######## aer_word_assembler ########
$ cat src/rtl/aer_pkg.sv
// Shared types and symbol encodings for the AER word assembler.
// Symbol order in every 6-bit vector: bit 0 Fs, 1 Fd, 2 Fe, 3 X0, 4 ZERO, 5 ONE.
package aer_pkg;

  typedef enum logic [2:0] {SYM_NONE, SYM_FS, SYM_FD, SYM_FE, SYM_X0, SYM_ZERO, SYM_ONE} sym_t;
  typedef enum logic [1:0] {S_IDLE, S_HOLD, S_ACK} state_t;

  localparam int AER_ADDR_W = 8;
  localparam int NUM_SYM    = 6;

  localparam int IDX_FS   = 0;
  localparam int IDX_FD   = 1;
  localparam int IDX_FE   = 2;
  localparam int IDX_X0   = 3;
  localparam int IDX_ZERO = 4;
  localparam int IDX_ONE  = 5;

  // Anything other than exactly one high line decodes to SYM_NONE.
  function automatic sym_t decode_sym(input logic [NUM_SYM-1:0] v);
    case (v)
      6'b000001: return SYM_FS;
      6'b000010: return SYM_FD;
      6'b000100: return SYM_FE;
      6'b001000: return SYM_X0;
      6'b010000: return SYM_ZERO;
      6'b100000: return SYM_ONE;
      default:   return SYM_NONE;
    endcase
  endfunction

  function automatic logic [NUM_SYM-1:0] sym_onehot(input sym_t s);
    logic [NUM_SYM-1:0] v;
    v = '0;
    case (s)
      SYM_FS:   v[IDX_FS]   = 1'b1;
      SYM_FD:   v[IDX_FD]   = 1'b1;
      SYM_FE:   v[IDX_FE]   = 1'b1;
      SYM_X0:   v[IDX_X0]   = 1'b1;
      SYM_ZERO: v[IDX_ZERO] = 1'b1;
      SYM_ONE:  v[IDX_ONE]  = 1'b1;
      default:  v = '0;
    endcase
    return v;
  endfunction

endpackage

$ cat src/rtl/aer_sync.sv
// Single-bit multi-flop synchroniser with asynchronous clear.
module aer_sync #(
  parameter int STAGES = 2
) (
  input  logic clk,
  input  logic rst,
  input  logic d,
  output logic q
);

  logic [STAGES-1:0] sync_q;

  always_ff @(posedge clk or posedge rst) begin
    if (rst) sync_q <= '0;
    else     sync_q <= {sync_q[STAGES-2:0], d};
  end

  assign q = sync_q[STAGES-1];

endmodule

$ cat src/rtl/aer_word_assembler.sv
// Synchronises AER receiver symbols, completes their four-phase handshakes
// and assembles delimited bit runs into words on a valid/ready stream.
module aer_word_assembler
  import aer_pkg::*;
#(
  parameter int ADDR_W      = AER_ADDR_W,
  parameter int SYNC_STAGES = 2
) (
  input  logic              clk,
  input  logic              reset,
  input  logic              Fs,
  input  logic              Fd,
  input  logic              Fe,
  input  logic              X0,
  input  logic              ZERO_OUT,
  input  logic              ONE_OUT,
  output logic              FS_ACK,
  output logic              FD_ACK,
  output logic              FE_ACK,
  output logic              X0_ACK,
  output logic              ZERO_ACK,
  output logic              ONE_ACK,
  output logic [ADDR_W-1:0] word_data,
  output logic              word_last,
  output logic              word_valid,
  input  logic              word_ready,
  output logic              err_len,
  output logic              err_proto,
  output logic              busy
);

  localparam int              CNT_W = $clog2(ADDR_W + 1);
  localparam logic [CNT_W-1:0] FULL = CNT_W'(ADDR_W);

  logic [NUM_SYM-1:0] sym_raw, sym_s, sym_s_p0;
  sym_t               sym;
  logic               is_fe, slot_free;

  state_t             state, state_d;
  logic [NUM_SYM-1:0] ack, ack_d;
  logic               hold_fe, hold_fe_d;
  logic [ADDR_W-1:0]  shreg, shreg_d, word_data_d;
  logic [CNT_W-1:0]   count, count_d;
  logic               ovf, ovf_d, in_frame, in_frame_d;
  logic               word_last_d, word_valid_d, err_len_d, err_proto_d;

  assign sym_raw = {ONE_OUT, ZERO_OUT, X0, Fe, Fd, Fs};

  for (genvar i = 0; i < NUM_SYM; i++) begin : g_sync
    aer_sync #(.STAGES(SYNC_STAGES)) u_sync (
      .clk (clk),
      .rst (reset),
      .d   (sym_raw[i]),
      .q   (sym_s[i])
    );
  end

  // Stage p0: a symbol qualifies after two consecutive high samples with all others low.
  assign sym       = ((sym_s & ~sym_s_p0) == '0) ? decode_sym(sym_s) : SYM_NONE;
  assign is_fe     = (sym == SYM_FE);
  assign slot_free = !word_valid || word_ready;

  always_comb begin
    state_d      = state;
    ack_d        = ack;
    hold_fe_d    = hold_fe;
    shreg_d      = shreg;
    count_d      = count;
    ovf_d        = ovf;
    in_frame_d   = in_frame;
    word_data_d  = word_data;
    word_last_d  = word_last;
    word_valid_d = word_valid && !word_ready;
    err_len_d    = 1'b0;
    err_proto_d  = 1'b0;

    case (state)
      S_IDLE: begin
        case (sym)
          SYM_FS: begin
            err_proto_d = in_frame;
            shreg_d     = '0;
            count_d     = '0;
            ovf_d       = 1'b0;
            in_frame_d  = 1'b1;
            ack_d       = sym_onehot(sym);
            state_d     = S_ACK;
          end
          SYM_ZERO, SYM_ONE: begin
            ack_d   = sym_onehot(sym);
            state_d = S_ACK;
            if (!in_frame) begin
              err_proto_d = 1'b1;
            end else if (count != FULL) begin
              shreg_d = {shreg[ADDR_W-2:0], sym == SYM_ONE};
              count_d = count + CNT_W'(1);
            end else begin
              // Only the first surplus bit of a word is reported.
              err_len_d = !ovf;
              ovf_d     = 1'b1;
            end
          end
          SYM_FD, SYM_FE: begin
            if (in_frame && count == FULL && !ovf && !slot_free) begin
              hold_fe_d = is_fe;
              state_d   = S_HOLD;
            end else begin
              if (in_frame && count == FULL && !ovf) begin
                word_data_d  = shreg;
                word_last_d  = is_fe;
                word_valid_d = 1'b1;
              end else if (!in_frame) begin
                err_proto_d = 1'b1;
              end else begin
                err_len_d = !ovf;
              end
              count_d = '0;
              ovf_d   = 1'b0;
              if (is_fe) in_frame_d = 1'b0;
              ack_d   = sym_onehot(sym);
              state_d = S_ACK;
            end
          end
          SYM_X0: begin
            ack_d   = sym_onehot(sym);
            state_d = S_ACK;
          end
          default: ;
        endcase
      end
      S_HOLD: begin
        if (slot_free) begin
          word_data_d  = shreg;
          word_last_d  = hold_fe;
          word_valid_d = 1'b1;
          count_d      = '0;
          ovf_d        = 1'b0;
          if (hold_fe) in_frame_d = 1'b0;
          ack_d        = sym_onehot(hold_fe ? SYM_FE : SYM_FD);
          state_d      = S_ACK;
        end
      end
      S_ACK: begin
        if ((sym_s & ack) == '0) begin
          ack_d   = '0;
          state_d = S_IDLE;
        end
      end
      default: state_d = S_IDLE;
    endcase
  end

  // Stage p1: registered handshake, frame state and output slot.
  always_ff @(posedge clk or posedge reset) begin
    if (reset) begin
      sym_s_p0   <= '0;
      state      <= S_IDLE;
      ack        <= '0;
      hold_fe    <= 1'b0;
      shreg      <= '0;
      count      <= '0;
      ovf        <= 1'b0;
      in_frame   <= 1'b0;
      word_data  <= '0;
      word_last  <= 1'b0;
      word_valid <= 1'b0;
      err_len    <= 1'b0;
      err_proto  <= 1'b0;
    end else begin
      sym_s_p0   <= sym_s;
      state      <= state_d;
      ack        <= ack_d;
      hold_fe    <= hold_fe_d;
      shreg      <= shreg_d;
      count      <= count_d;
      ovf        <= ovf_d;
      in_frame   <= in_frame_d;
      word_data  <= word_data_d;
      word_last  <= word_last_d;
      word_valid <= word_valid_d;
      err_len    <= err_len_d;
      err_proto  <= err_proto_d;
    end
  end

  assign {ONE_ACK, ZERO_ACK, X0_ACK, FE_ACK, FD_ACK, FS_ACK} = ack;
  assign busy = in_frame || (ack != '0);

endmodule

$ cat config.mk
export PLATFORM = sky130hd
export DESIGN_NAME = aer_word_assembler
export DESIGN_NICKNAME = d
export VERILOG_FILES = /design/src/rtl/aer_pkg.sv /design/src/rtl/aer_sync.sv /design/src/rtl/aer_word_assembler.sv
export SDC_FILE = /design/constraint.sdc
export NUM_CORES = 1
export LEC_CHECK = 0
export CORE_ASPECT_RATIO = 0.8
export CORE_MARGIN = 1.5
export CORE_UTILIZATION = 52
export DETAILED_ROUTE_END_ITERATION = 7
export PLACE_DENSITY = 0.74
export SYNTH_ARGS = -nofsm -noshare
export SYNTH_HDL_FRONTEND = slang
export SYNTH_SLANG_ARGS = --single-unit
export TNS_END_PERCENT = 30
$ cat constraint.sdc
create_clock -name clk -period 2.6 [get_ports clk]
set_input_delay 0.65 -clock clk [delete_from_list [all_inputs] [get_ports clk]]
set_output_delay 0.65 -clock clk [all_outputs]
set_load 0.005 [all_outputs]
aer_word_assembler/clock_nets.png
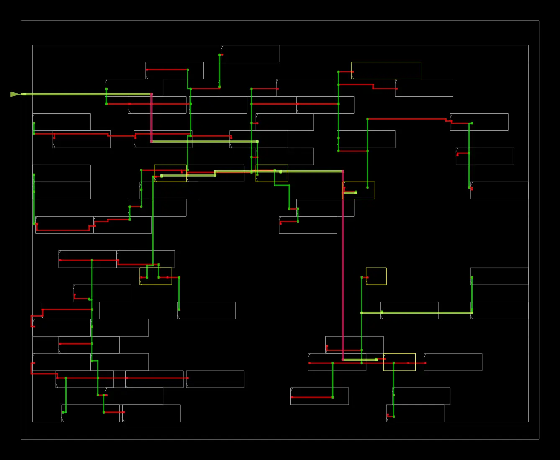
layout clock buffer count: 5
later-pin clock latency in the skew report: 0.31 ns
cts bufs inserted: 5
TritonCTS Sinks: 53
clock-net power: 0.000554 W

aer_word_assembler/port_trees.png
Bar = 20 µm.
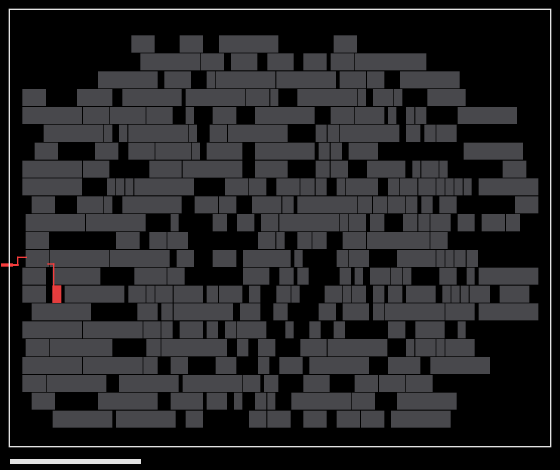
[reset] red | bits: 1 | direction: input | end cells: 1 | buffers: 1 | wire: 8.60 µm
Top Ports: 28
IO buf count: 27

==> job_summary.md <==
## PnR job results

| Metric | Value |
|---|---|
| Share of layout cells above drive strength 1 | `0.214` |
| Number of optimization iterations in the first detailed-route pass | `4` |
| DR vias | `1807` |
| Met3 capacity usage during global routing | `0.0621` |
| Placement row count | `22` |
| Run status | `completed` |
| Async SR Flop Fraction | `1.00` |
| Highest clock frequency the design can meet | `405 MHz` |
| Commonest cells in the synthesized netlist | `53 x sky130_fd_sc_hd__dfrtp_1, 19 x sky130_fd_sc_hd__nand2_1, 14 x sky130_fd_sc_hd__inv_1` |
| Count of mapped cells out of synthesis | `229` |
| Post-CTS setup buffer count | `0` |
| Number of cells on the worst hold path | `0` |
| Number of violations reported at the end of detailed-routing iteration 0 | `127` |
| Area added between synthesis and finish | `21.4%` |
| Most Crowded Layer GR | `met1` |
| Tap cells | `60` |
| Clock network area share | `0.0340` |
| Netlist area before placement | `0.00261 mm²` |
| Count of filler cells inserted in the layout | `349` |
## metrics by stage
step,total power (W),utilization,std cells,worst slack (ns),area [µm²]
floorplan,0.00124,-,229,0.210,2610
global placement,0.00138,0.643,322,0.154,3030
detailed placement,0.00139,0.643,322,0.101,3030
CTS,0.00194,0.666,329,0.0706,3130
global route,0.00205,0.673,331,0.0118,3170
finish,0.00195,0.673,331,0.132,3170
## worst reg2reg max path: stages (launching register included)
cell and delay [ns]:
sky130_fd_sc_hd__dfrtp_2 0.48, sky130_fd_sc_hd__nor2b_1 0.18, sky130_fd_sc_hd__a2111oi_4 0.30, sky130_fd_sc_hd__buf_4 0.19, sky130_fd_sc_hd__nand3b_4 0.14, sky130_fd_sc_hd__or3_1 0.48, sky130_fd_sc_hd__o211ai_2 0.20, sky130_fd_sc_hd__mux2_2 0.38
## sequential cells by signal, indices dropped and copies added (netlist names), 2 cells and up
register              cells
ack                       6
count                     4
g_sync.u_sync.sync_q     12
shreg                     8
state                     2
sym_s_p0                  6
word_data                 8
## power breakdown
part	switching [W]	total (W)	internal (W)	leakage [nW]
logic	0.000244	0.000474	0.000230	0.657
clock network	0.000269	0.000554	0.000285	0.0546
registers	0.0000482	0.000919	0.000871	0.690

######## btn_event_ctrl ########
<file path="config.mk">
export PLATFORM = sky130hd
export DESIGN_NAME = btn_event_ctrl
export DESIGN_NICKNAME = d
export VERILOG_FILES = /design/src/rtl/btn_event_ctrl.sv
export SDC_FILE = /design/constraint.sdc
export NUM_CORES = 1
export LEC_CHECK = 0
export CAP_MARGIN = 20
export CORE_ASPECT_RATIO = 0.7
export CORE_MARGIN = 10
export CORE_UTILIZATION = 35
export DETAILED_ROUTE_END_ITERATION = 6
export GPL_TIMING_DRIVEN = 0
export HOLD_SLACK_MARGIN = 0.15
export PLACE_DENSITY_LB_ADDON = 0.3
export SLEW_MARGIN = 10
export SYNTH_ARGS = -nofsm -noshare
export SYNTH_HDL_FRONTEND = slang
export SYNTH_SLANG_ARGS = --single-unit
</file>
<file path="constraint.sdc">
create_clock -name clk -period 6.95 [get_ports clk]
set_input_delay 1.39 -clock clk [delete_from_list [all_inputs] [get_ports clk]]
set_output_delay 1.39 -clock clk [all_outputs]
set_load 0.02 [all_outputs]
</file>
<file path="src/rtl/btn_event_ctrl.sv">
// btn_event_ctrl: conditions raw pushbuttons with a shared tick-based debounce
// engine, detects press and long-press per button, and hands the resulting
// events one at a time to the consumer through a round-robin arbiter and a
// registered valid/ready output stage.
module btn_event_ctrl #(
    parameter int N_BTN          = 4,
    parameter int TICK_DIV       = 50,
    parameter int STABLE_SAMPLES = 3,
    parameter int LONG_TICKS     = 20,
    localparam int W             = (N_BTN > 1) ? $clog2(N_BTN) : 1
) (
    input  logic             clk,
    input  logic             rst,
    input  logic [N_BTN-1:0] pb_in,
    output logic [N_BTN-1:0] btn_level,
    output logic             ev_valid,
    input  logic             ev_ready,
    output logic [W-1:0]     ev_id,
    output logic             ev_long,
    output logic             ev_drop
);
    localparam int TW = $clog2(TICK_DIV);
    localparam int HW = $clog2(LONG_TICKS + 1);
    localparam int W1 = W + 1;

    typedef enum logic {
        RELEASED = 1'b0,
        PRESSED  = 1'b1
    } btn_state_e;

    logic [N_BTN-1:0] sync1_q, sync2_q;
    logic [TW-1:0]    tick_cnt_q, tick_cnt_d;
    logic             tick;

    logic [N_BTN-1:0] press_set, long_set;
    logic [N_BTN-1:0] press_pend_q, press_pend_d;
    logic [N_BTN-1:0] long_pend_q, long_pend_d;
    logic [N_BTN-1:0] press_clr, long_clr, eligible;

    logic [W-1:0]     rr_q, rr_d;
    logic             ev_valid_q, ev_valid_d;
    logic [W-1:0]     ev_id_q, ev_id_d;
    logic             ev_long_q, ev_long_d;
    logic             ev_drop_q, ev_drop_d;

    logic             load, found, grant, win_long;
    logic [W-1:0]     win;
    logic [W1-1:0]    cand_w, next_w;

    // Two-flop synchronizer for the asynchronous button inputs.
    always_ff @(posedge clk or posedge rst) begin
        if (rst) begin
            sync1_q <= '0;
            sync2_q <= '0;
        end else begin
            sync1_q <= pb_in;
            sync2_q <= sync1_q;
        end
    end

    assign tick       = (tick_cnt_q == TW'(TICK_DIV - 1));
    assign tick_cnt_d = tick ? '0 : tick_cnt_q + TW'(1);

    // Free-running sample tick divider shared by all buttons.
    always_ff @(posedge clk or posedge rst) begin
        if (rst) begin
            tick_cnt_q <= '0;
        end else begin
            tick_cnt_q <= tick_cnt_d;
        end
    end

    for (genvar gi = 0; gi < N_BTN; gi++) begin : g_btn
        logic [STABLE_SAMPLES-1:0] hist_q, hist_d;
        btn_state_e                state_q, state_d;
        logic [HW-1:0]             hold_q, hold_d;
        logic                      press_set_b, long_set_b;

        // Debounce FSM and hold counter; both only move on a sample tick,
        // and decisions use the history including the sample just taken.
        always_comb begin
            hist_d      = hist_q;
            state_d     = state_q;
            hold_d      = hold_q;
            press_set_b = 1'b0;
            long_set_b  = 1'b0;
            if (tick) begin
                hist_d = {hist_q[STABLE_SAMPLES-2:0], sync2_q[gi]};
                case (state_q)
                    RELEASED: begin
                        if (&hist_d) begin
                            state_d     = PRESSED;
                            hold_d      = '0;
                            press_set_b = 1'b1;
                        end
                    end
                    PRESSED: begin
                        if (~|hist_d) begin
                            state_d = RELEASED;
                            hold_d  = '0;
                        end else if (hold_q != HW'(LONG_TICKS)) begin
                            // Saturating count makes the long event one-shot.
                            hold_d     = hold_q + HW'(1);
                            long_set_b = (hold_d == HW'(LONG_TICKS));
                        end
                    end
                    default: state_d = RELEASED;
                endcase
            end
        end

        // Per-button debounce state registers.
        always_ff @(posedge clk or posedge rst) begin
            if (rst) begin
                hist_q  <= '0;
                state_q <= RELEASED;
                hold_q  <= '0;
            end else begin
                hist_q  <= hist_d;
                state_q <= state_d;
                hold_q  <= hold_d;
            end
        end

        assign press_set[gi] = press_set_b;
        assign long_set[gi]  = long_set_b;
        assign btn_level[gi] = (state_q == PRESSED);
    end

    // Round-robin pick, flag update with loss detection, output stage load.
    always_comb begin
        eligible = press_pend_q | long_pend_q;
        load     = ~ev_valid_q | ev_ready;
        found    = 1'b0;
        win      = '0;
        cand_w   = '0;
        for (int k = 0; k < N_BTN; k++) begin
            cand_w = {1'b0, rr_q} + W1'(k);
            if (cand_w >= W1'(N_BTN)) begin
                cand_w = cand_w - W1'(N_BTN);
            end
            if (!found && eligible[cand_w[W-1:0]]) begin
                found = 1'b1;
                win   = cand_w[W-1:0];
            end
        end
        grant    = load & found;
        win_long = ~press_pend_q[win];

        press_clr = '0;
        long_clr  = '0;
        if (grant) begin
            if (win_long) long_clr[win]  = 1'b1;
            else          press_clr[win] = 1'b1;
        end

        // A set that coincides with a grant of the same flag keeps the flag.
        press_pend_d = press_set | (press_pend_q & ~press_clr);
        long_pend_d  = long_set  | (long_pend_q  & ~long_clr);
        ev_drop_d    = (|(press_set & press_pend_q & ~press_clr)) |
                       (|(long_set  & long_pend_q  & ~long_clr));

        next_w = {1'b0, win} + W1'(1);
        if (next_w >= W1'(N_BTN)) begin
            next_w = '0;
        end
        rr_d = grant ? next_w[W-1:0] : rr_q;

        ev_valid_d = ev_valid_q;
        ev_id_d    = ev_id_q;
        ev_long_d  = ev_long_q;
        if (load) begin
            ev_valid_d = found;
            if (found) begin
                ev_id_d   = win;
                ev_long_d = win_long;
            end
        end
    end

    // Pending flags, arbiter pointer and registered event output.
    always_ff @(posedge clk or posedge rst) begin
        if (rst) begin
            press_pend_q <= '0;
            long_pend_q  <= '0;
            rr_q         <= '0;
            ev_valid_q   <= 1'b0;
            ev_id_q      <= '0;
            ev_long_q    <= 1'b0;
            ev_drop_q    <= 1'b0;
        end else begin
            press_pend_q <= press_pend_d;
            long_pend_q  <= long_pend_d;
            rr_q         <= rr_d;
            ev_valid_q   <= ev_valid_d;
            ev_id_q      <= ev_id_d;
            ev_long_q    <= ev_long_d;
            ev_drop_q    <= ev_drop_d;
        end
    end

    assign ev_valid = ev_valid_q;
    assign ev_id    = ev_id_q;
    assign ev_long  = ev_long_q;
    assign ev_drop  = ev_drop_q;

endmodule

</file>
btn_event_ctrl/clock_nets.png
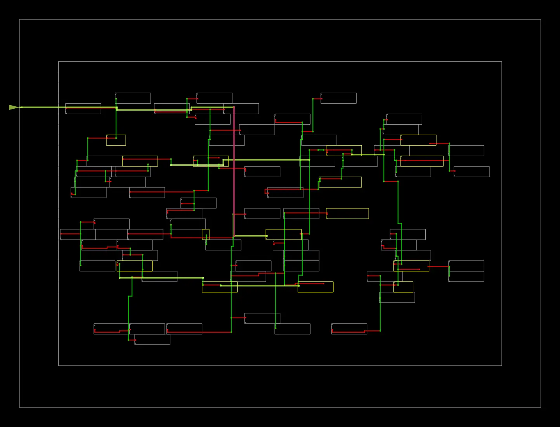
layout clock buffer count: 11
later-pin clock latency in the skew report: 0.33 ns

btn_event_ctrl/closeup.png
Window x 14 to 54, y 55 to 95 µm. Cells in gray, sequential cells in the stronger gray; small squares are vias.
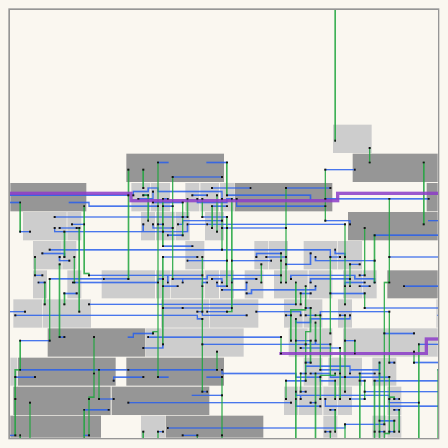
[M1] blue
[M3] purple
[M2] green
cells with their middle in the window: 67
sequential cells in the window: 13
most frequent: nand2_1 (13), dfrtp_1 (13)
netlist names of flops here include: g_btn.hold_q (5), tick_cnt_q (3), sync1_q (2)

==> job_summary.md <==
## PnR job results

| Metric | Value |
|---|---|
| Run status | `completed` |
| Crit Path Max Fanout | `8` |
| Area added between synthesis and finish | `20.2%` |
| Clock Pin Slew Worst Setup and Hold Paths | `0.05 ns` |
| Async SR Flop Fraction | `1.00` |
| Parity-gate share of the synthesized area counting xor and xnor cells | `0.0296` |
| Number of synthesis warnings | `0` |
| Most common logic cell in the routed design | `sky130_fd_sc_hd__nand2_1` |
| Combinational share of power | `0.304` |
| Power share of the clock group | `0.381` |
| Yosys cell count | `357` |
| Top Ports | `16` |
| Registers, synthesis | `61` |
| Routed metal-1 wirelength | `3560 µm` |
| Dominant comb cell | `simple AND/OR/NAND/NOR gates` |
| Area share of and/or/nand/nor cells after synthesis | `0.239` |
| Total wire length | `6680 µm` |
| DR top layer | `met4` |
| Post-DR vias/cell | `4.93` |
| Met1 usage | `0.142` |
| Post-Route Setup TNS | `0 ns` |
| Number of global-route vias before repair | `2459` |
| Most area-hungry cell type in the Yosys netlist | `sky130_fd_sc_hd__dfrtp_1` |
| Overall die height | `101 µm` |
| End-of-flow core utilization | `0.431` |
| Worst clock skew | `0.00602 ns` |
| Max Transition Viols Final | `0` |
| TritonCTS Sinks | `61` |
| Metal2 WL | `2790 µm` |
| Transition time at the pin with the least slew margin | `0.740 ns` |
| Setup slack after placement | `3.49 ns` |
| Largest net degree at the start of global routing | `62` |
| Buffering stage count on the worst path with inverters included | `2` |
| Total die area | `0.0136 mm²` |
| Total stage count of the critical path | `7` |
| Most Crowded Layer GR | `met2` |
| Crit path to | `ev_drop$_DFF_PP0_` |
| Crit share post-route | `0.450` |
| Total routing usage reported by global routing | `0.108` |
| Critical path capture point type | `flip-flop` |
| Worst hold start | `sync1_q[2]$_DFF_PP0_` |
| Highest clock frequency the design can meet | `319 MHz` |
| Clock Tree Root | `sky130_fd_sc_hd__clkbuf_16` |
| Portion of netlist area occupied by mux cells | `0.0165` |
| Cell type group with the largest total delay on the critical path | `simple AND/OR/NAND/NOR gates` |
| Max-Cap Viols | `0` |
| Number of warning messages in the logs | `38` |
| Average cell area after synthesis | `9.11 µm²` |
| Detailed-route wire length per cell | `13.1 µm` |
| Pwr per Cell Area | `349 mW/mm²` |
| Commonest cells in the synthesized netlist | `71 x sky130_fd_sc_hd__nand2_1, 61 x sky130_fd_sc_hd__dfrtp_1, 31 x sky130_fd_sc_hd__o21ai_0` |
| Crit path DAT | `3.33 ns` |
-- through the flow --
stage	total power (W)	std cells	instance area (µm²)
CTS	0.00137	511	3910
detailed placement	0.000840	496	3560
floorplan	0.000733	357	3250
global placement	0.000836	496	3560
finish	0.00136	511	3910
global route	0.00144	511	3910
-- state kept, by name (all words and copies together), names as in the netlist --
name	count
g_btn.hist_q	8
ev_drop	1
ev_long	1
g_btn.state_q	4
ev_id	2
sync2_q	4
sync1_q	4
long_pend_q	4
rr_q	2
ev_valid	1
g_btn.hold_q	20
press_pend_q	4
tick_cnt_q	6
-- power by group through the flow --
stage	logic (W)	clock network [W]	registers (W)
finish	0.000414	0.000519	0.000430
floorplan	0.000293	0	0.000439
global route	0.000458	0.000550	0.000435
CTS	0.000412	0.000531	0.000430
global placement	0.000402	0	0.000435
detailed placement	0.000404	0	0.000436
-- layout make-up --
class | instances | area (µm²)
clock inverter | 4 | 95.1
fill | 881 | 5160
clock buffer | 11 | 253
tap | 124 | 155
timing repair buffer | 15 | 150
multi-input combinational | 266 | 1600
buffer | 9 | 50.0
inverter | 21 | 81.3
sequential | 61 | 1530

######## gl_decode ########
gl_decode/ff_map.png
Bar = 100 µm. Other sequential cells in the stronger gray, the rest of the logic in the fainter gray.
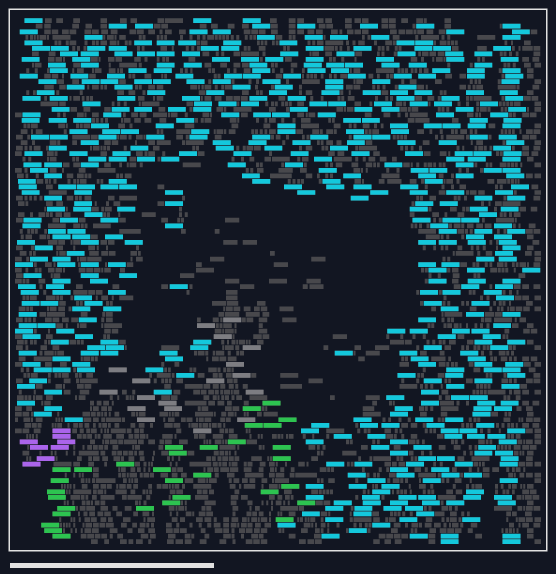
gl_decode/port_trees.png
Bar = 100 µm.
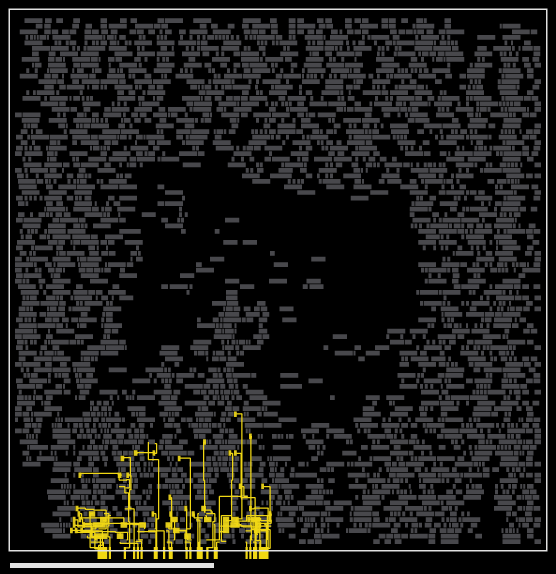
## src/rtl/gl_decode_pkg.sv

```systemverilog
// Shared constants, opcode table and state encoding for the decode stage.
// The opcode -> operand-count lookup lives here so the RTL and any checker share one table.
package gl_decode_pkg;

  localparam int DEF_WIDTH   = 32;
  localparam int DEF_MAX_OPS = 16;
  localparam int NOPS_W      = 5;

  localparam logic [7:0] OP_NOP        = 8'h00;
  localparam logic [7:0] OP_CTRL_01    = 8'h01;
  localparam logic [7:0] OP_CTRL_02    = 8'h02;
  localparam logic [7:0] OP_VERTEX     = 8'h03;
  localparam logic [7:0] OP_COLOR      = 8'h04;
  localparam logic [7:0] OP_MULTMATRIX = 8'h11;
  localparam logic [7:0] OP_LOADMATRIX = 8'h13;
  localparam logic [7:0] OP_ROTATE     = 8'h16;
  localparam logic [7:0] OP_SCALE      = 8'h17;
  localparam logic [7:0] OP_TRANSLATE  = 8'h18;
  localparam logic [7:0] OP_VIEWPORT   = 8'h19;
  localparam logic [7:0] OP_FRUSTUM    = 8'h1A;

  typedef enum logic [1:0] {
    ST_IDLE  = 2'd0,
    ST_READ  = 2'd1,
    ST_DRAIN = 2'd2,
    ST_OUT   = 2'd3
  } state_e;

  typedef struct packed {
    logic [NOPS_W-1:0] nops;
    logic              is_nop;
    logic              err;
  } op_info_t;

  function automatic op_info_t op_lookup(input logic [7:0] opcode);
    op_info_t info;
    info.nops   = '0;
    info.is_nop = 1'b0;
    info.err    = 1'b0;
    case (opcode)
      OP_NOP:                 info.is_nop = 1'b1;
      OP_CTRL_01, OP_CTRL_02: info.nops = 5'd0;
      OP_VERTEX, OP_COLOR:    info.nops = 5'd3;
      OP_MULTMATRIX, OP_LOADMATRIX, OP_ROTATE,
      OP_SCALE, OP_TRANSLATE: info.nops = 5'd16;
      OP_VIEWPORT:            info.nops = 5'd4;
      OP_FRUSTUM:             info.nops = 5'd6;
      default:                info.err = 1'b1;
    endcase
    return info;
  endfunction

endpackage

```

## src/rtl/gl_opcode_len.sv

```systemverilog
// Combinational opcode classifier: operand count, NOP flag and unknown-opcode flag.
module gl_opcode_len
  import gl_decode_pkg::*;
(
  input  logic [7:0]        opcode,
  output logic [NOPS_W-1:0] nops,
  output logic              is_nop,
  output logic              err
);

  op_info_t info;

  always_comb begin
    info   = op_lookup(opcode);
    nops   = info.nops;
    is_nop = info.is_nop;
    err    = info.err;
  end

endmodule

```

## src/rtl/gl_decode.sv

```systemverilog
// Decode stage: accepts one opcode from fetch, gathers its operands from the instruction
// BRAM and presents opcode + operands as a single packet to the transform/raster stages.
module gl_decode
  import gl_decode_pkg::*;
#(
  parameter int WIDTH   = DEF_WIDTH,
  parameter int MAX_OPS = DEF_MAX_OPS
) (
  input  logic                     clk,
  input  logic                     reset,
  input  logic [WIDTH-1:0]         inst_in,
  input  logic                     inst_valid,
  input  logic [WIDTH-1:0]         op_base_addr,
  output logic                     stall,
  output logic [WIDTH-1:0]         bram_addr,
  output logic                     bram_en,
  input  logic [WIDTH-1:0]         bram_data,
  output logic                     pkt_valid,
  input  logic                     pkt_ready,
  output logic [7:0]               pkt_opcode,
  output logic [NOPS_W-1:0]        pkt_nops,
  output logic [WIDTH*MAX_OPS-1:0] pkt_ops,
  output logic                     pkt_err,
  output logic [1:0]               dbg_state
);

  // Handshake: a packet transfers on a rising edge where pkt_valid & pkt_ready; once
  // pkt_valid rises every pkt_* output is held until that edge. pkt_ready is ignored
  // while pkt_valid is low. Fetch is held off by stall, which has no ready counterpart.

  state_e                state_q, state_d;
  logic [WIDTH-1:0]      base_q, base_d;
  logic [NOPS_W-1:0]     rd_idx_q, rd_idx_d;
  logic [NOPS_W-1:0]     wr_idx_q, wr_idx_d;
  logic [7:0]            opcode_q, opcode_d;
  logic [NOPS_W-1:0]     nops_q, nops_d;
  logic                  err_q, err_d;
  logic                  pkt_valid_q, pkt_valid_d;
  logic [WIDTH-1:0]      ops_q [MAX_OPS];
  logic [WIDTH-1:0]      ops_d [MAX_OPS];

  logic [NOPS_W-1:0]     in_nops;
  logic                  in_is_nop;
  logic                  in_err;
  logic                  accept;
  logic                  unused_inst_hi;

  gl_opcode_len u_opcode_len (
    .opcode (inst_in[7:0]),
    .nops   (in_nops),
    .is_nop (in_is_nop),
    .err    (in_err)
  );

  // Only the low byte carries the opcode; the rest of the fetch word is don't-care here.
  assign unused_inst_hi = ^inst_in[WIDTH-1:8];

  assign accept = inst_valid & ~in_is_nop;
  assign stall  = (state_q != ST_IDLE) | accept;

  always_comb begin
    state_d     = state_q;
    base_d      = base_q;
    rd_idx_d    = rd_idx_q;
    wr_idx_d    = wr_idx_q;
    opcode_d    = opcode_q;
    nops_d      = nops_q;
    err_d       = err_q;
    pkt_valid_d = pkt_valid_q;
    ops_d       = ops_q;
    bram_en     = 1'b0;
    bram_addr   = '0;

    case (state_q)
      ST_IDLE: begin
        if (accept) begin
          opcode_d = inst_in[7:0];
          nops_d   = in_nops;
          err_d    = in_err;
          base_d   = op_base_addr;
          wr_idx_d = '0;
          rd_idx_d = '0;
          for (int k = 0; k < MAX_OPS; k++) ops_d[k] = '0;
          if (in_nops == '0) begin
            pkt_valid_d = 1'b1;
            state_d     = ST_OUT;
          end else begin
            // First read issues in the accept cycle so data lands while entering READ.
            bram_en   = 1'b1;
            bram_addr = op_base_addr;
            rd_idx_d  = NOPS_W'(1);
            state_d   = (in_nops == NOPS_W'(1)) ? ST_DRAIN : ST_READ;
          end
        end
      end

      ST_READ: begin
        bram_en   = 1'b1;
        bram_addr = base_q + WIDTH'(rd_idx_q);
        rd_idx_d  = rd_idx_q + NOPS_W'(1);
        for (int k = 0; k < MAX_OPS; k++) begin
          if (wr_idx_q == NOPS_W'(k)) ops_d[k] = bram_data;
        end
        wr_idx_d = wr_idx_q + NOPS_W'(1);
        if (rd_idx_d == nops_q) state_d = ST_DRAIN;
      end

      ST_DRAIN: begin
        for (int k = 0; k < MAX_OPS; k++) begin
          if (wr_idx_q == NOPS_W'(k)) ops_d[k] = bram_data;
        end
        wr_idx_d    = wr_idx_q + NOPS_W'(1);
        pkt_valid_d = 1'b1;
        state_d     = ST_OUT;
      end

      ST_OUT: begin
        if (pkt_ready) begin
          pkt_valid_d = 1'b0;
          state_d     = ST_IDLE;
        end
      end

      default: state_d = ST_IDLE;
    endcase
  end

  always_ff @(posedge clk or negedge reset) begin
    if (!reset) begin
      state_q     <= ST_IDLE;
      base_q      <= '0;
      rd_idx_q    <= '0;
      wr_idx_q    <= '0;
      opcode_q    <= '0;
      nops_q      <= '0;
      err_q       <= 1'b0;
      pkt_valid_q <= 1'b0;
      for (int k = 0; k < MAX_OPS; k++) ops_q[k] <= '0;
    end else begin
      state_q     <= state_d;
      base_q      <= base_d;
      rd_idx_q    <= rd_idx_d;
      wr_idx_q    <= wr_idx_d;
      opcode_q    <= opcode_d;
      nops_q      <= nops_d;
      err_q       <= err_d;
      pkt_valid_q <= pkt_valid_d;
      for (int k = 0; k < MAX_OPS; k++) ops_q[k] <= ops_d[k];
    end
  end

  always_comb begin
    for (int k = 0; k < MAX_OPS; k++) pkt_ops[k*WIDTH +: WIDTH] = ops_q[k];
  end

  assign pkt_valid  = pkt_valid_q;
  assign pkt_opcode = opcode_q;
  assign pkt_nops   = nops_q;
  assign pkt_err    = err_q;
  assign dbg_state  = state_q;

endmodule

```

## config.mk

```make
export PLATFORM = sky130hd
export DESIGN_NAME = gl_decode
export DESIGN_NICKNAME = d
export VERILOG_FILES = /design/src/rtl/gl_decode_pkg.sv /design/src/rtl/gl_opcode_len.sv /design/src/rtl/gl_decode.sv
export SDC_FILE = /design/constraint.sdc
export NUM_CORES = 1
export LEC_CHECK = 0
export ABC_AREA = 0
export CAP_MARGIN = 20
export CORE_AREA = 2 2 261 263
export DETAILED_ROUTE_END_ITERATION = 10
export DIE_AREA = 0 0 263 265
export PLACE_DENSITY_LB_ADDON = 0.25
export SYNTH_ARGS = -nofsm -noshare
export SYNTH_HDL_FRONTEND = slang
export SYNTH_SLANG_ARGS = --single-unit
```

## constraint.sdc

```tcl
create_clock -name clk -period 3.6 [get_ports clk]
set_input_delay 0.9 -clock clk [delete_from_list [all_inputs] [get_ports clk]]
set_output_delay 0.9 -clock clk [all_outputs]
set_load 0.02 [all_outputs]
```

==> job_summary.md <==
## PnR job results

| Metric | Value |
|---|---|
| Critical path capture point type | `output port` |
| DR top layer | `met4` |
| Total routing usage reported by global routing | `0.260` |
| Area added between synthesis and finish | `43.5%` |
| Met3 capacity usage during global routing | `0.0634` |
| Instance area at placement | `0.0317 mm²` |
| Min setup slack post-route | `-0.108 ns` |
| Synth unique cells | `63` |
| Largest net degree at the start of global routing | `69` |
| Tightest slew margin relative to the limit | `0.264` |
| Pwr per Cell Area | `960 mW/mm²` |
| Count of mapped cells out of synthesis | `2291` |
| Number of optimization iterations in the first detailed-route pass | `5` |
| Max-Cap Viols | `0` |
| Cell type group with the largest total delay on the critical path | `AND-OR/OR-AND gates` |
| Post-route non-filler standard cell count | `3858` |
| Violations in the final reports | `negative setup slack` |
| Run status | `complete, but fails checks` |
| Count of filler cells inserted in the layout | `5986` |
| Hold bufs inserted after CTS | `0` |
| Setup violation total in the final timing report | `11` |
| Highest clock frequency the design can meet | `270 MHz` |
| Startpoint of the worst register-to-register path | `dbg_state[0]$_DFFE_PN0P_` |
| Number of violations reported at the end of detailed-routing iteration 0 | `1855` |
| Post-Route Setup TNS | `-0.744 ns` |
| CP max-delay cell | `sky130_fd_sc_hd__dfrtp_1` |
| Clock tree from TritonCTS | `built` |
| Final non-filler cell area | `0.0341 mm²` |
| Detailed-route wire length per cell | `24.1 µm` |
## Picture notes: gl_decode/ff_map.png
[base_q] green | flops: 32
[pkt_ops] cyan | flops: 512 | where: spread over the die
[pkt_opcode] purple | flops: 8 | where: bottom left
not colored: 18
Seq. pwr: 0.0103 W
end-of-flow core utilization: 0.510

## Picture notes: gl_decode/port_trees.png
[op_base_addr] yellow | bits: 32 | direction: input | end cells: 57 | buffers: 32 | wire: 1390 µm
Top Ports: 663
IO buf count: 637

## area by class of cell
cell class	count	area share
Sequential cell	570	0.419
Clock inverter	19	0.00775
Clock buffer	87	0.0515
Tap cell	873	0.0321
Timing Repair Buffer	811	0.238
Multi-Input combinational cell	1483	0.251
Inverter	13	0.00143
Antenna cell	2	0.000147
## timing repair
action                     in CTS  in global routing
gates cloned                    1                  0
buffers inserted               14                  9
setup endpoints to repair      34                 34
resized                       201                 41
pin swaps                      41                 34
hold endpoints to repair        0                  0
## cell families (layout without fill, tap and decap cells)
| logic type | count (synthesis) | after routing | share of synthesized area |
|---|---|---|---|
| xor gates and xnor gates | 32 | 32 | 0.0118 |
| DFF | 570 | 570 | 0.601 |
| adders and majority gates | 17 | 17 | 0.00928 |
| buffers and inverters | 239 | 930 | 0.0516 |
| other | 1 | 3 | 0.000158 |
| AOI/OAI and AO/OA | 549 | 550 | 0.131 |
| muxes | 101 | 101 | 0.0426 |
| and+or+nand+nor | 782 | 782 | 0.153 |
## power breakdown
group	switching [W]	internal (W)	leakage, nW
Sequential	0.00153	0.00881	7.72
Clock	0.00266	0.00372	0.998
Combinational	0.00984	0.00614	5.96
Total	0.0140	0.0187	14.7

######## comanda_afisaj ########
comanda_afisaj/closeup.png
Window x 3 to 43, y 50 to 90 µm. Cells in gray, sequential cells in the stronger gray; small squares are vias.
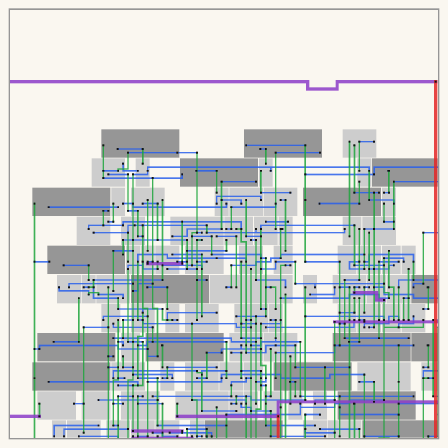
comanda_afisaj/ff_map.png
Bar = 20 µm. Other sequential cells in the stronger gray, the rest of the logic in the fainter gray.
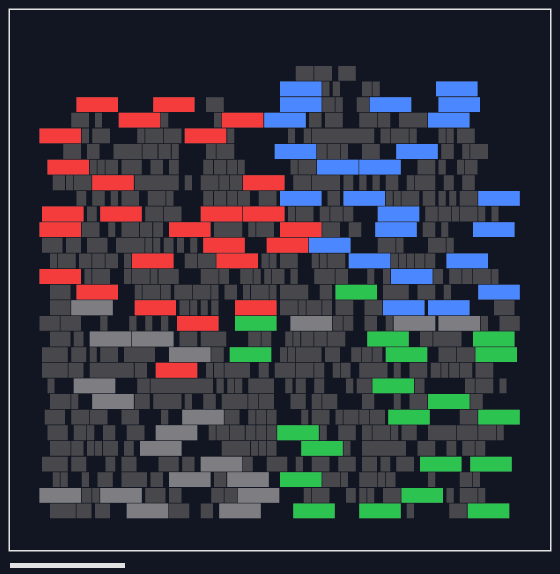
comanda_afisaj/layers.png
Only two layers are drawn.
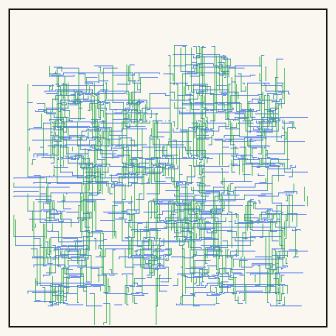
$ cat config.mk
export PLATFORM = sky130hd
export DESIGN_NAME = comanda_afisaj
export DESIGN_NICKNAME = d
export VERILOG_FILES = /design/src/rtl/comanda_afisaj.sv
export SDC_FILE = /design/constraint.sdc
export NUM_CORES = 1
export LEC_CHECK = 0
export CORE_MARGIN = 5
export CORE_UTILIZATION = 60
export DETAILED_ROUTE_END_ITERATION = 6
export GPL_ROUTABILITY_DRIVEN = 0
export PLACE_DENSITY = 0.82
export SLEW_MARGIN = 5
export SYNTH_ARGS = -nofsm -noshare
export SYNTH_HDL_FRONTEND = slang
export SYNTH_SLANG_ARGS = --single-unit
$ cat constraint.sdc
create_clock -name clock -period 6.29 [get_ports clock]
set_input_delay 1.887 -clock clock [delete_from_list [all_inputs] [get_ports clock]]
set_output_delay 1.887 -clock clock [all_outputs]
set_load 0.02 [all_outputs]
$ cat src/rtl/comanda_afisaj.sv
// comanda_afisaj: control stage in front of the four-digit 7-segment display multiplexer.
// It synchronizes the three line-follower sensors and classifies the manoeuvre with a
// small state machine. From that it drives the blinking turn indications, the latched
// stop flag and a saturating two-digit BCD elapsed-seconds count.
module comanda_afisaj #(
    parameter int TICK_DIV  = 50_000_000,
    parameter int BLINK_DIV = 12_500_000,
    parameter int STOP_HOLD = 1_000_000
) (
    input  logic       clock,
    input  logic       reset,
    input  logic       senzor_stanga,
    input  logic       senzor_centru,
    input  logic       senzor_dreapta,
    output logic       semnal_stanga,
    output logic       semnal_dreapta,
    output logic       stop,
    output logic [3:0] cifra_zeci,
    output logic [3:0] cifra_unitati
);

    localparam int TICK_W  = (TICK_DIV  > 1) ? $clog2(TICK_DIV)  : 1;
    localparam int BLINK_W = (BLINK_DIV > 1) ? $clog2(BLINK_DIV) : 1;
    localparam int HOLD_W  = (STOP_HOLD > 1) ? $clog2(STOP_HOLD) : 1;

    localparam logic [TICK_W-1:0]  TICK_LAST  = TICK_W'(TICK_DIV - 1);
    localparam logic [BLINK_W-1:0] BLINK_LAST = BLINK_W'(BLINK_DIV - 1);
    localparam logic [HOLD_W-1:0]  HOLD_LAST  = HOLD_W'(STOP_HOLD - 1);

    typedef enum logic [1:0] {
        MERGE    = 2'd0,
        VIRAJ_ST = 2'd1,
        VIRAJ_DR = 2'd2,
        OPRIT    = 2'd3
    } stare_t;

    logic [2:0]         sync1_r;
    logic [2:0]         sync2_r;
    stare_t             stare_r;
    stare_t             stare_s;
    logic [HOLD_W-1:0]  hold_cnt_r;
    logic [HOLD_W-1:0]  hold_cnt_s;
    logic [BLINK_W-1:0] blink_cnt_r;
    logic [BLINK_W-1:0] blink_cnt_s;
    logic               faza_r;
    logic               faza_s;
    logic               restart_s;
    logic [TICK_W-1:0]  presc_r;
    logic [TICK_W-1:0]  presc_s;
    logic               tick_s;
    logic [3:0]         zeci_s;
    logic [3:0]         unitati_s;

    // Two-flop synchronizer for the asynchronous sensor triplet {L,C,R}.
    always_ff @(posedge clock) begin
        if (reset) begin
            sync1_r <= 3'b000;
            sync2_r <= 3'b000;
        end else begin
            sync1_r <= {senzor_stanga, senzor_centru, senzor_dreapta};
            sync2_r <= sync1_r;
        end
    end

    // Manoeuvre classification and stop-marker debounce; OPRIT only leaves on reset.
    always_comb begin
        stare_s    = stare_r;
        hold_cnt_s = {HOLD_W{1'b0}};
        case (stare_r)
            OPRIT: begin
                stare_s    = OPRIT;
                hold_cnt_s = hold_cnt_r;
            end
            default: begin
                case (sync2_r)
                    3'b100, 3'b110: stare_s = VIRAJ_ST;
                    3'b001, 3'b011: stare_s = VIRAJ_DR;
                    3'b010:         stare_s = MERGE;
                    3'b111: begin
                        if (hold_cnt_r == HOLD_LAST) begin
                            stare_s    = OPRIT;
                            hold_cnt_s = hold_cnt_r;
                        end else begin
                            hold_cnt_s = hold_cnt_r + HOLD_W'(1);
                        end
                    end
                    default: stare_s = stare_r;  // line lost or invalid pattern: hold
                endcase
            end
        endcase
    end

    // Blink phase: restarts ON at counter 0 when a turn state is entered, otherwise free-runs.
    always_comb begin
        restart_s = (stare_s != stare_r) && ((stare_s == VIRAJ_ST) || (stare_s == VIRAJ_DR));
        if (restart_s) begin
            blink_cnt_s = {BLINK_W{1'b0}};
            faza_s      = 1'b1;
        end else if (blink_cnt_r == BLINK_LAST) begin
            blink_cnt_s = {BLINK_W{1'b0}};
            faza_s      = ~faza_r;
        end else begin
            blink_cnt_s = blink_cnt_r + BLINK_W'(1);
            faza_s      = faza_r;
        end
    end

    // Seconds prescaler and saturating BCD count; both freeze once the car has stopped.
    always_comb begin
        presc_s   = presc_r;
        tick_s    = 1'b0;
        zeci_s    = cifra_zeci;
        unitati_s = cifra_unitati;
        if (stare_r == OPRIT) begin
            presc_s = presc_r;
        end else if (presc_r == TICK_LAST) begin
            presc_s = {TICK_W{1'b0}};
            tick_s  = 1'b1;
        end else begin
            presc_s = presc_r + TICK_W'(1);
        end
        if (tick_s) begin
            if ((cifra_zeci == 4'd9) && (cifra_unitati == 4'd9)) begin
                zeci_s    = cifra_zeci;
                unitati_s = cifra_unitati;
            end else if (cifra_unitati >= 4'd9) begin
                unitati_s = 4'd0;
                zeci_s    = cifra_zeci + 4'd1;
            end else begin
                unitati_s = cifra_unitati + 4'd1;
            end
        end else begin
            zeci_s    = cifra_zeci;
            unitati_s = cifra_unitati;
        end
    end

    // State, counters and registered outputs; outputs are derived from the next state.
    always_ff @(posedge clock) begin
        if (reset) begin
            stare_r        <= MERGE;
            hold_cnt_r     <= {HOLD_W{1'b0}};
            blink_cnt_r    <= {BLINK_W{1'b0}};
            faza_r         <= 1'b0;
            presc_r        <= {TICK_W{1'b0}};
            semnal_stanga  <= 1'b0;
            semnal_dreapta <= 1'b0;
            stop           <= 1'b0;
            cifra_zeci     <= 4'd0;
            cifra_unitati  <= 4'd0;
        end else begin
            stare_r        <= stare_s;
            hold_cnt_r     <= hold_cnt_s;
            blink_cnt_r    <= blink_cnt_s;
            faza_r         <= faza_s;
            presc_r        <= presc_s;
            semnal_stanga  <= (stare_s == VIRAJ_ST) && faza_s;
            semnal_dreapta <= (stare_s == VIRAJ_DR) && faza_s;
            stop           <= (stare_s == OPRIT);
            cifra_zeci     <= zeci_s;
            cifra_unitati  <= unitati_s;
        end
    end

endmodule

==> job_summary.md <==
## PnR job results

| Metric | Value |
|---|---|
| CP max-delay cell | `sky130_fd_sc_hd__clkdlybuf4s50_1` |
| Total routing usage reported by global routing | `0.200` |
| Most common logic cell in the routed design | `sky130_fd_sc_hd__dfxtp_1` |
| Synth Area in Adders | `0.0325` |
| Number of optimization iterations in the first detailed-route pass | `4` |
| Routed metal-1 wirelength | `3790 µm` |
| Run status | `completed` |
| Total wire length | `8030 µm` |
| Tap cells | `96` |
| Die outline width | `94.0 µm` |
| DR top layer | `met4` |
| Max-Cap Viols | `0` |
| Commonest cells in the synthesized netlist | `90 x sky130_fd_sc_hd__dfxtp_1, 80 x sky130_fd_sc_hd__nor2_1, 38 x sky130_fd_sc_hd__xor2_1` |
| Combinational share of power | `0.033` |
| Post-DR vias/cell | `5.67` |
| Largest net degree at the start of global routing | `40` |
| Clock Pin Slew Worst Setup and Hold Paths | `0.08 ns` |
| Post-route DRC | `0` |
| Crit Path Max Fanout | `7` |
| Max Transition Viols Final | `0` |
| DR vias | `3367` |
| Switching fraction of total power | `0.214` |
| Met3 capacity usage during global routing | `0.0569` |
| Top cell type's share of synthesized area | `0.426` |
| Area taken by multi-input logic gates | `0.00229 mm²` |
| Clock tree from TritonCTS | `built` |
| Later-pin clock latency in the skew report | `0.35 ns` |
| Registers, synthesis | `90` |
| Count of mapped cells out of synthesis | `483` |
| Dominant flop cell | `sky130_fd_sc_hd__dfxtp_1` |
| Aoi/oai-family share of the synthesized area | `0.0651` |
| Data buffer area share | `0.0339` |
| Clock Tree Root | `sky130_fd_sc_hd__clkbuf_8` |
| Worst Path Class, Setup | `reg2out` |
| Worst R2R End | `blink_cnt_r[19]$_SDFF_PP0_` |
| Combinational power | `0.0000346 W` |
| Startpoint of the worst register-to-register path | `hold_cnt_r[6]$_SDFFE_PP0P_` |
| Hold bufs inserted after CTS | `0` |
| Leading cell type by number of instances after synthesis | `sky130_fd_sc_hd__dfxtp_1` |
| Power share of the clock group | `0.410` |
| Dominant comb cell | `simple AND/OR/NAND/NOR gates` |
| Tightest slew margin relative to the limit | `0.253` |
| Total stage count of the critical path | `1` |
| Cts bufs inserted | `9` |
| Leakage | `1.66 nW` |
| Synthesized netlist net count | `499` |
| Part of the power in registers | `0.557` |
| Wire length on met3 | `264 µm` |
| Post-CTS setup buffer count | `0` |
| Required time at the worst-slack endpoint | `4.40 ns` |
| Met1 usage | `0.239` |
Notes on comanda_afisaj/closeup.png above:
[M2] green
[M3] purple
[M4] red
[M1] blue
cells with their middle in the window: 90
netlist names of flops here include: presc_r (16)
sequential cells in the window: 16
most frequent: dfxtp_1 (16), nor2_1 (12), nand2_1 (9)

Notes on comanda_afisaj/ff_map.png above:
[presc_r] red | flops: 26
[hold_cnt_r] green | flops: 20
[blink_cnt_r] blue | flops: 24
not colored: 20
register area: 0.00180 mm²
Seq. pwr: 0.000585 W
register fraction of the total cell area: 0.388
end-of-flow core utilization: 0.680

Notes on comanda_afisaj/layers.png above:
[M2] green | wire length: 3880 µm
[M1] blue | wire length: 3790 µm

## through the flow
| stage | util | setup slack, ns | power, W | instance area, µm² | cells |
|---|---|---|---|---|---|
| after floorplan | - | 3.45 | 0.000623 | 4230 | 483 |
| after global placement | 0.648 | 2.76 | 0.000631 | 4430 | 578 |
| after detailed placement | 0.648 | 2.73 | 0.000632 | 4430 | 578 |
| after CTS | 0.680 | 2.89 | 0.00106 | 4640 | 594 |
| after global routing | 0.680 | 2.83 | 0.00109 | 4640 | 594 |
| final | 0.680 | 2.91 | 0.00105 | 4640 | 594 |
## how the worst min path moves through the flow
stage	end	startpoint	slack (ns)
2_1_floorplan	sync2_r[0]$_SDFF_PP0_	sync1_r[0]$_SDFF_PP0_	0.41
3_3_place_gp	sync2_r[2]$_SDFF_PP0_	sync1_r[2]$_SDFF_PP0_	0.42
3_5_place_dp	sync2_r[0]$_SDFF_PP0_	sync1_r[0]$_SDFF_PP0_	0.43
4_1_cts	sync2_r[1]$_SDFF_PP0_	sync1_r[1]$_SDFF_PP0_	0.45
5_1_grt	sync2_r[2]$_SDFF_PP0_	sync1_r[2]$_SDFF_PP0_	0.47
6_report	sync2_r[1]$_SDFF_PP0_	sync1_r[1]$_SDFF_PP0_	0.45


## Gallery

Routed metal, one color a layer.
Only two layers are drawn.
(a)
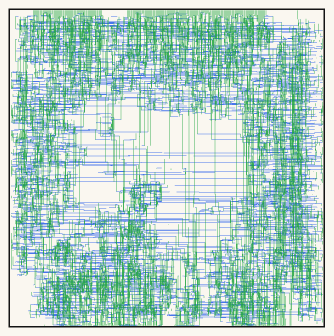
(b)
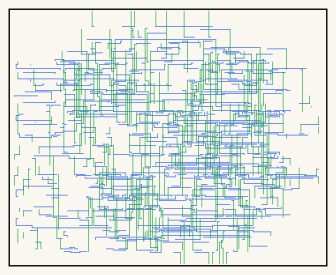
(c)
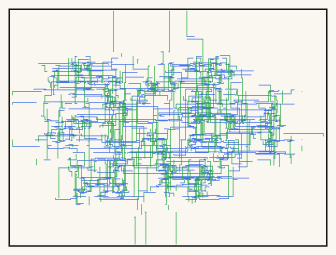
- least wire: (b)
- most wire: (a)
(c) comes from btn_event_ctrl.
(a) comes from gl_decode.
(b) comes from aer_word_assembler.

Key to (b):
[M1] blue | wire length: 2600 µm
[M2] green | wire length: 2090 µm

Power figures rest on the tool's default switching activity, not on a simulated workload.
